# ---- hex_display_ctrl ----
[src/rtl/hex_display_ctrl.sv]
// hex_display_ctrl: 7-segment controller with valid/ready input, blank/blink/leading-zero control
// and either static per-digit segment buses or a scanned bus with one-hot digit selects.
module hex_display_ctrl #(
    parameter int DIGITS     = 6,
    parameter int BLINK_DIV  = 24,
    parameter int SCAN_DIV   = 16,
    parameter bit ACTIVE_LOW = 1
) (
    input  logic                clk,
    input  logic                reset_n,
    input  logic                in_valid,
    output logic                in_ready,
    input  logic [4*DIGITS-1:0] in_value,
    input  logic [DIGITS-1:0]   in_blank_mask,
    input  logic [DIGITS-1:0]   in_blink_mask,
    input  logic                lz_blank,
    input  logic                mode_scan,
    output logic [7*DIGITS-1:0] seg_out,
    output logic [6:0]          scan_seg,
    output logic [DIGITS-1:0]   scan_sel
);
    localparam int IW = DIGITS > 1 ? $clog2(DIGITS) : 1;
    localparam logic [6:0] DARK = ACTIVE_LOW ? 7'h7f : 7'h00;

    function automatic logic [6:0] encode(input logic [3:0] n);
        logic [6:0] p;
        case (n)
            4'h0: p = 7'b1000000;
            4'h1: p = 7'b1111001;
            4'h2: p = 7'b0100100;
            4'h3: p = 7'b0110000;
            4'h4: p = 7'b0011001;
            4'h5: p = 7'b0010010;
            4'h6: p = 7'b0000010;
            4'h7: p = 7'b1011000;
            4'h8: p = 7'b0000000;
            4'h9: p = 7'b0010000;
            4'ha: p = 7'b0001000;
            4'hb: p = 7'b0000011;
            4'hc: p = 7'b1000110;
            4'hd: p = 7'b0100001;
            4'he: p = 7'b0000110;
            default: p = 7'b0001110;
        endcase
        return ACTIVE_LOW ? p : ~p;
    endfunction

    logic [4*DIGITS-1:0] disp_value, pend_value;
    logic [DIGITS-1:0]   disp_blank, disp_blink, pend_blank, pend_blink;
    logic                pend_full;
    logic [BLINK_DIV-1:0] blink_cnt;
    logic [SCAN_DIV-1:0]  scan_cnt;
    logic [IW-1:0]        digit_idx;
    logic [DIGITS-1:0]    sel_q;
    logic                 scan_en_q;
    logic [6:0]           digit_seg [DIGITS];
    logic [7*DIGITS-1:0]  seg_all;
    logic                 hi_zero;

    wire blink_phase = blink_cnt[BLINK_DIV-1];
    wire scan_wrap   = &scan_cnt;
    wire last_digit  = digit_idx == IW'(DIGITS - 1);
    wire accept      = in_valid & in_ready;
    // In scan mode the displayed set only changes as the index wraps, so a frame never mixes old and new data.
    wire apply       = pend_full & (~mode_scan | (scan_wrap & last_digit));

    assign in_ready = ~pend_full;
    // While in reset the select follows the live mode so scan boards see digit 0 selected.
    assign scan_sel = (reset_n ? scan_en_q : mode_scan) ? sel_q : '0;

    always_comb begin
        hi_zero = 1'b1;
        seg_all = '0;
        for (int i = DIGITS - 1; i >= 0; i--) begin
            hi_zero = hi_zero & (disp_value[4*i +: 4] == 4'h0);
            digit_seg[i] = (disp_blank[i] | (disp_blink[i] & blink_phase) | (lz_blank & hi_zero & (i != 0)))
                         ? DARK : encode(disp_value[4*i +: 4]);
            seg_all[7*i +: 7] = digit_seg[i];
        end
    end

    always_ff @(posedge clk or negedge reset_n) begin
        if (!reset_n) begin
            disp_value <= '0;
            disp_blank <= '1;
            disp_blink <= '0;
            pend_value <= '0;
            pend_blank <= '0;
            pend_blink <= '0;
            pend_full  <= 1'b0;
            blink_cnt  <= '0;
            scan_cnt   <= '0;
            digit_idx  <= '0;
            sel_q      <= DIGITS'(1);
            scan_en_q  <= 1'b0;
            seg_out    <= {DIGITS{DARK}};
            scan_seg   <= DARK;
        end else begin
            blink_cnt <= blink_cnt + BLINK_DIV'(1);
            scan_cnt  <= scan_cnt + SCAN_DIV'(1);
            if (scan_wrap)
                digit_idx <= last_digit ? '0 : digit_idx + IW'(1);
            if (accept) begin
                pend_value <= in_value;
                pend_blank <= in_blank_mask;
                pend_blink <= in_blink_mask;
                pend_full  <= 1'b1;
            end else if (apply) begin
                disp_value <= pend_value;
                disp_blank <= pend_blank;
                disp_blink <= pend_blink;
                pend_full  <= 1'b0;
            end
            seg_out   <= mode_scan ? {DIGITS{DARK}} : seg_all;
            scan_seg  <= mode_scan ? digit_seg[digit_idx] : DARK;
            sel_q     <= DIGITS'(1) << digit_idx;
            scan_en_q <= mode_scan;
        end
    end
endmodule

[config.mk]
export PLATFORM = sky130hd
export DESIGN_NAME = hex_display_ctrl
export DESIGN_NICKNAME = d
export VERILOG_FILES = /design/src/rtl/hex_display_ctrl.sv
export SDC_FILE = /design/constraint.sdc
export NUM_CORES = 1
export LEC_CHECK = 0
export ABC_AREA = 1
export CORE_UTILIZATION = 45
export CTS_CLUSTER_SIZE = 16
export DETAILED_ROUTE_END_ITERATION = 7
export PLACE_DENSITY = 0.63
export REMOVE_ABC_BUFFERS = 1
export SYNTH_ARGS = -nofsm -noshare
export SYNTH_HDL_FRONTEND = slang
export SYNTH_SLANG_ARGS = --single-unit
[constraint.sdc]
create_clock -name clk -period 2.5 [get_ports clk]
set_input_delay 0.625 -clock clk [delete_from_list [all_inputs] [get_ports clk]]
set_output_delay 0.625 -clock clk [all_outputs]
set_load 0.02 [all_outputs]
# ---- umi_tx_arbiter ----
--- config.mk ---
export PLATFORM = sky130hd
export DESIGN_NAME = umi_tx_arbiter
export DESIGN_NICKNAME = d
export VERILOG_FILES = /design/src/rtl/umi_tx_arbiter.sv
export SDC_FILE = /design/constraint.sdc
export NUM_CORES = 1
export LEC_CHECK = 0
export CELL_PAD_IN_SITES_DETAIL_PLACEMENT = 1
export CELL_PAD_IN_SITES_GLOBAL_PLACEMENT = 2
export CORE_AREA = 3 3 500 502
export DETAILED_ROUTE_END_ITERATION = 7
export DIE_AREA = 0 0 503 505
export HOLD_SLACK_MARGIN = 0.02
export PLACE_DENSITY_LB_ADDON = 0.05
export SYNTH_ARGS = -nofsm -noshare
export SYNTH_HDL_FRONTEND = slang
export SYNTH_SLANG_ARGS = --single-unit
--- constraint.sdc ---
create_clock -name clk -period 9.5 [get_ports clk]
set_clock_uncertainty 0.1 [all_clocks]
set_input_delay 2.85 -clock clk [delete_from_list [all_inputs] [get_ports clk]]
set_output_delay 2.85 -clock clk [all_outputs]
set_load 0.05 [all_outputs]
--- src/rtl/umi_tx_arbiter.sv ---
// Round-robin arbiter: N UMI requesters share one registered TX slot (EMPTY/FULL).
// Define UMI_ARB_STATS_EN to add saturating per-requester grant counters on umi_grant_cnt.
module umi_tx_arbiter #(
    parameter int N  = 4,
    parameter int DW = 256,
    localparam int SW = (N > 1) ? $clog2(N) : 1
) (
    input  logic            clk,
    input  logic            nreset,
    input  logic [N-1:0]    umi_valid_in,
    input  logic [N*DW-1:0] umi_packet_in,
    output logic [N-1:0]    umi_ready_in,
    output logic            umi_valid_out,
    output logic [DW-1:0]   umi_packet_out,
    input  logic            umi_ready_out,
    output logic [SW-1:0]   umi_src_out
`ifdef UMI_ARB_STATS_EN
    ,
    output logic [N*16-1:0] umi_grant_cnt
`endif
);

    // Valid/ready: a transfer happens on a posedge where valid and ready are both
    // high; the sender holds valid and data stable until then. umi_ready_in is
    // one-hot (or zero) and is driven combinationally from the slot state.
    typedef enum logic {
        S_EMPTY = 1'b0,
        S_FULL  = 1'b1
    } state_t;

    state_t          r_state;
    logic [DW-1:0]   r_pkt;
    logic [SW-1:0]   r_src;
    logic [SW-1:0]   r_ptr;

    logic            w_loadable;
    logic            w_found;
    logic            w_take;
    logic [SW-1:0]   w_win;
    logic [DW-1:0]   w_pkt;

    // Search ascends from the requester after the last winner, wrapping at N.
    always_comb begin
        w_found = 1'b0;
        w_win   = '0;
        for (int k = 1; k <= N; k++) begin
            if (!w_found && umi_valid_in[(int'(r_ptr) + k) % N]) begin
                w_found = 1'b1;
                w_win   = SW'((int'(r_ptr) + k) % N);
            end
        end
    end

    assign w_loadable = (r_state == S_EMPTY) || umi_ready_out;
    // Gating with nreset keeps any grant from completing while reset is held.
    assign w_take     = nreset && w_loadable && w_found;
    assign w_pkt      = umi_packet_in[int'(w_win)*DW +: DW];

    assign umi_ready_in   = w_take ? (N'(1) << w_win) : '0;
    assign umi_valid_out  = (r_state == S_FULL);
    assign umi_packet_out = r_pkt;
    assign umi_src_out    = r_src;

    always_ff @(posedge clk or negedge nreset) begin
        if (!nreset) begin
            r_state <= S_EMPTY;
            r_pkt   <= '0;
            r_src   <= '0;
            r_ptr   <= SW'(N - 1);
        end else begin
            case (r_state)
                S_EMPTY: begin
                    if (w_take) begin
                        r_state <= S_FULL;
                        r_pkt   <= w_pkt;
                        r_src   <= w_win;
                        r_ptr   <= w_win;
                    end
                end
                S_FULL: begin
                    // Drain and refill in the same cycle keeps one packet per clock.
                    if (w_take) begin
                        r_pkt   <= w_pkt;
                        r_src   <= w_win;
                        r_ptr   <= w_win;
                    end else if (umi_ready_out) begin
                        r_state <= S_EMPTY;
                    end
                end
                default: r_state <= S_EMPTY;
            endcase
        end
    end

`ifdef UMI_ARB_STATS_EN
    logic [15:0] r_cnt [N];

    always_ff @(posedge clk or negedge nreset) begin
        if (!nreset) begin
            for (int i = 0; i < N; i++) r_cnt[i] <= '0;
        end else if (w_take && (r_cnt[w_win] != 16'hFFFF)) begin
            r_cnt[w_win] <= r_cnt[w_win] + 16'd1;
        end
    end

    always_comb begin
        umi_grant_cnt = '0;
        for (int i = 0; i < N; i++) umi_grant_cnt[i*16 +: 16] = r_cnt[i];
    end
`endif

endmodule

==> layout pictures side by side <==
Routing congestion.
picture 1
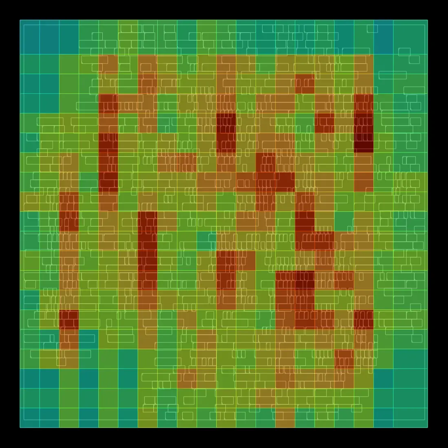
picture 2
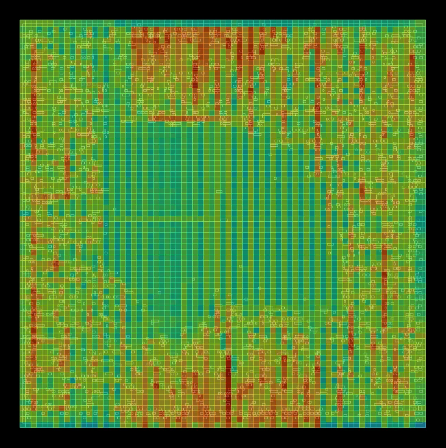
picture 2 -> umi_tx_arbiter
picture 1 -> hex_display_ctrl
The one with the most wire per cell is picture 2.
The one with the highest track usage is picture 1.

### Wiring by layer, umi_tx_arbiter

Scale: 1 px per um.
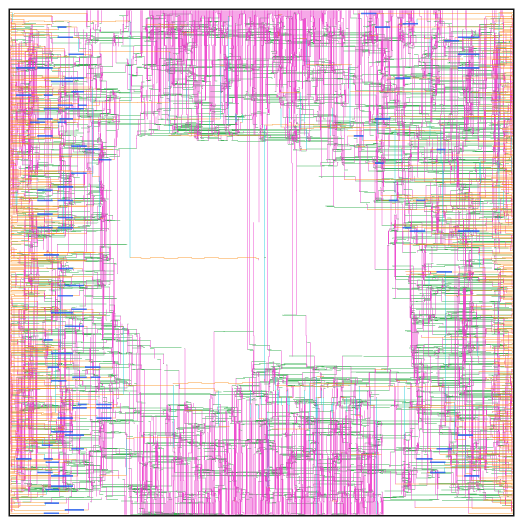
- blue: M5 (wire length 1210 um)
- cyan: M4 (wire length 3420 um)
- magenta: M2 (wire length 96.1 mm)
- green: M1 (wire length 67.5 mm)
- orange: M3 (wire length 21.0 mm)

==> results.json, umi_tx_arbiter <==
{
  "status": "completed",
  "cts_buffer_depth": 3,
  "via_count": 21920,
  "slowest_stage": "clkdlybuf4s50_1",
  "p_clk_share_pct": 22.4,
  "timing.critical_path.from": "umi_valid_in[3]",
  "nClkBuffers": 82,
  "diodes": 40,
  "finalClockPeriodUsage_pct": 89.53,
  "slew_viol_final": 0,
  "pre_cts_ws_ns": 0.9394,
  "yosys-top-cells-count": "259 x dfrtp_1, 258 x a21oi_1, 256 x a221o_1, 256 x nand3_1, 256 x o21ai_0",
  "final_cell_mix": "1290 x clkdlybuf4s50_1, 259 x dfrtp_1, 258 x a21oi_1",
  "core-area_um2": 245700,
  "place_area_um2": 33480,
  "comb_share_pct": 27.37,
  "max_stage_delay_ns": 0.84,
  "syn-instance-count": 1802,
  "netSwitchingPower_mw": 3.814
}
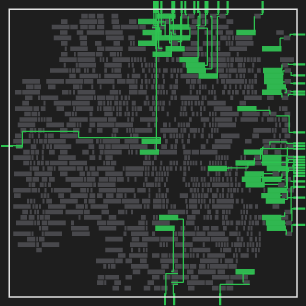
*Wires at chosen ports, followed through buffers, hex_display_ctrl*
Scale: 2 px per um.
- green: seg_out (bits 42; direction output; edge 23 right, 15 top, 3 bottom, 1 left; end cells 42; wire 911 um)

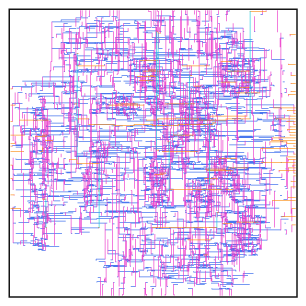
*Wiring by layer, hex_display_ctrl*
Scale: 2 px per um.
- cyan: M4 (wire length 329 um)
- magenta: M2 (wire length 8740 um)
- orange: M3 (wire length 751 um)
- blue: M1 (wire length 9150 um)

==> results.json, hex_display_ctrl <==
{
  "warning_count": 56,
  "status": "completed",
  "die_x_um": 143.1,
  "ys.warnings.count": 0,
  "synth-edff-count": 0,
  "worst_pin_slew_ns": 0.9384,
  "final_cell_mix": "287 x nand2_1, 115 x dfrtp_1, 92 x nand3_1, 89 x clkdlybuf4s50_1, 84 x inv_1",
  "max_stage_delay_ns": 0.48,
  "cts.hold.buffers_added": 0,
  "grt_pass1_vias": 6637,
  "logic_gate_count": 699,
  "clkSinkCount": 172,
  "wl_per_cell_um": 13.94,
  "min_path_type": "in2async",
  "final_cells": 1360,
  "finalClockPeriodUsage_pct": 95.74,
  "top_cell": "nand2_1",
  "final.min_clock_period_ns": 2.394,
  "path_buffers": 3,
  "regToRegSetupSlack_ns": 0.37,
  "nClkBuffers": 22,
  "syn_to_final_growth_pct": 18.98,
  "drt.antenna.violating_nets": 0,
  "hold_violations": 0,
  "via_count": 6738,
  "path_class": "in2out",
  "yosys-top-cells-count": "287 x nand2_1, 116 x dfrtp_1, 92 x nand3_1, 84 x inv_1, 71 x nor2_1",
  "ys_seq_share_pct": 48.79,
  "die_y_um": 143.1,
  "vias_per_cell": 4.954,
  "core-area_um2": 19530,
  "cts_buffer_depth": 2,
  "seq_area_um2": 4375,
  "antenna_found_initial": 0,
  "cts_setup_buffers": 0,
  "synth.distinct_cells": 38,
  "p_int_mw": 6.491,
  "layout.nets": 1161,
  "drtIter0Drc": 441,
  "largest_reg_flops": 42,
  "worst_slack_ns": 0.1064,
  "dr.max_layer_used": "met4"
}


## Gallery

Pin placement.
image #1
Scale: 2 px per um. Pins as bars across the die edge, other pins in grey.
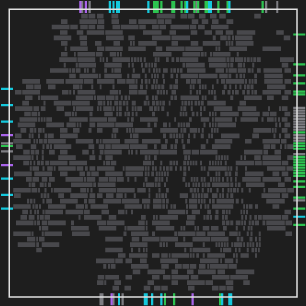
image #2
Scale: 0.5 px per um. Pins as bars across the die edge, other pins in grey.
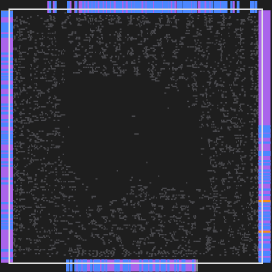
Image #2 comes from umi_tx_arbiter.
Image #1 comes from hex_display_ctrl.
- largest die: image #2

Key to image #1:
- cyan: in_value (pins 24; direction input; edge 9 top, 8 bottom, 6 left, 1 right)
- purple: in_blank_mask (pins 6; direction input; edge 2 top, 2 left, 2 bottom)
- green: seg_out (pins 42; direction output; edge 23 right, 15 top, 3 bottom, 1 left)

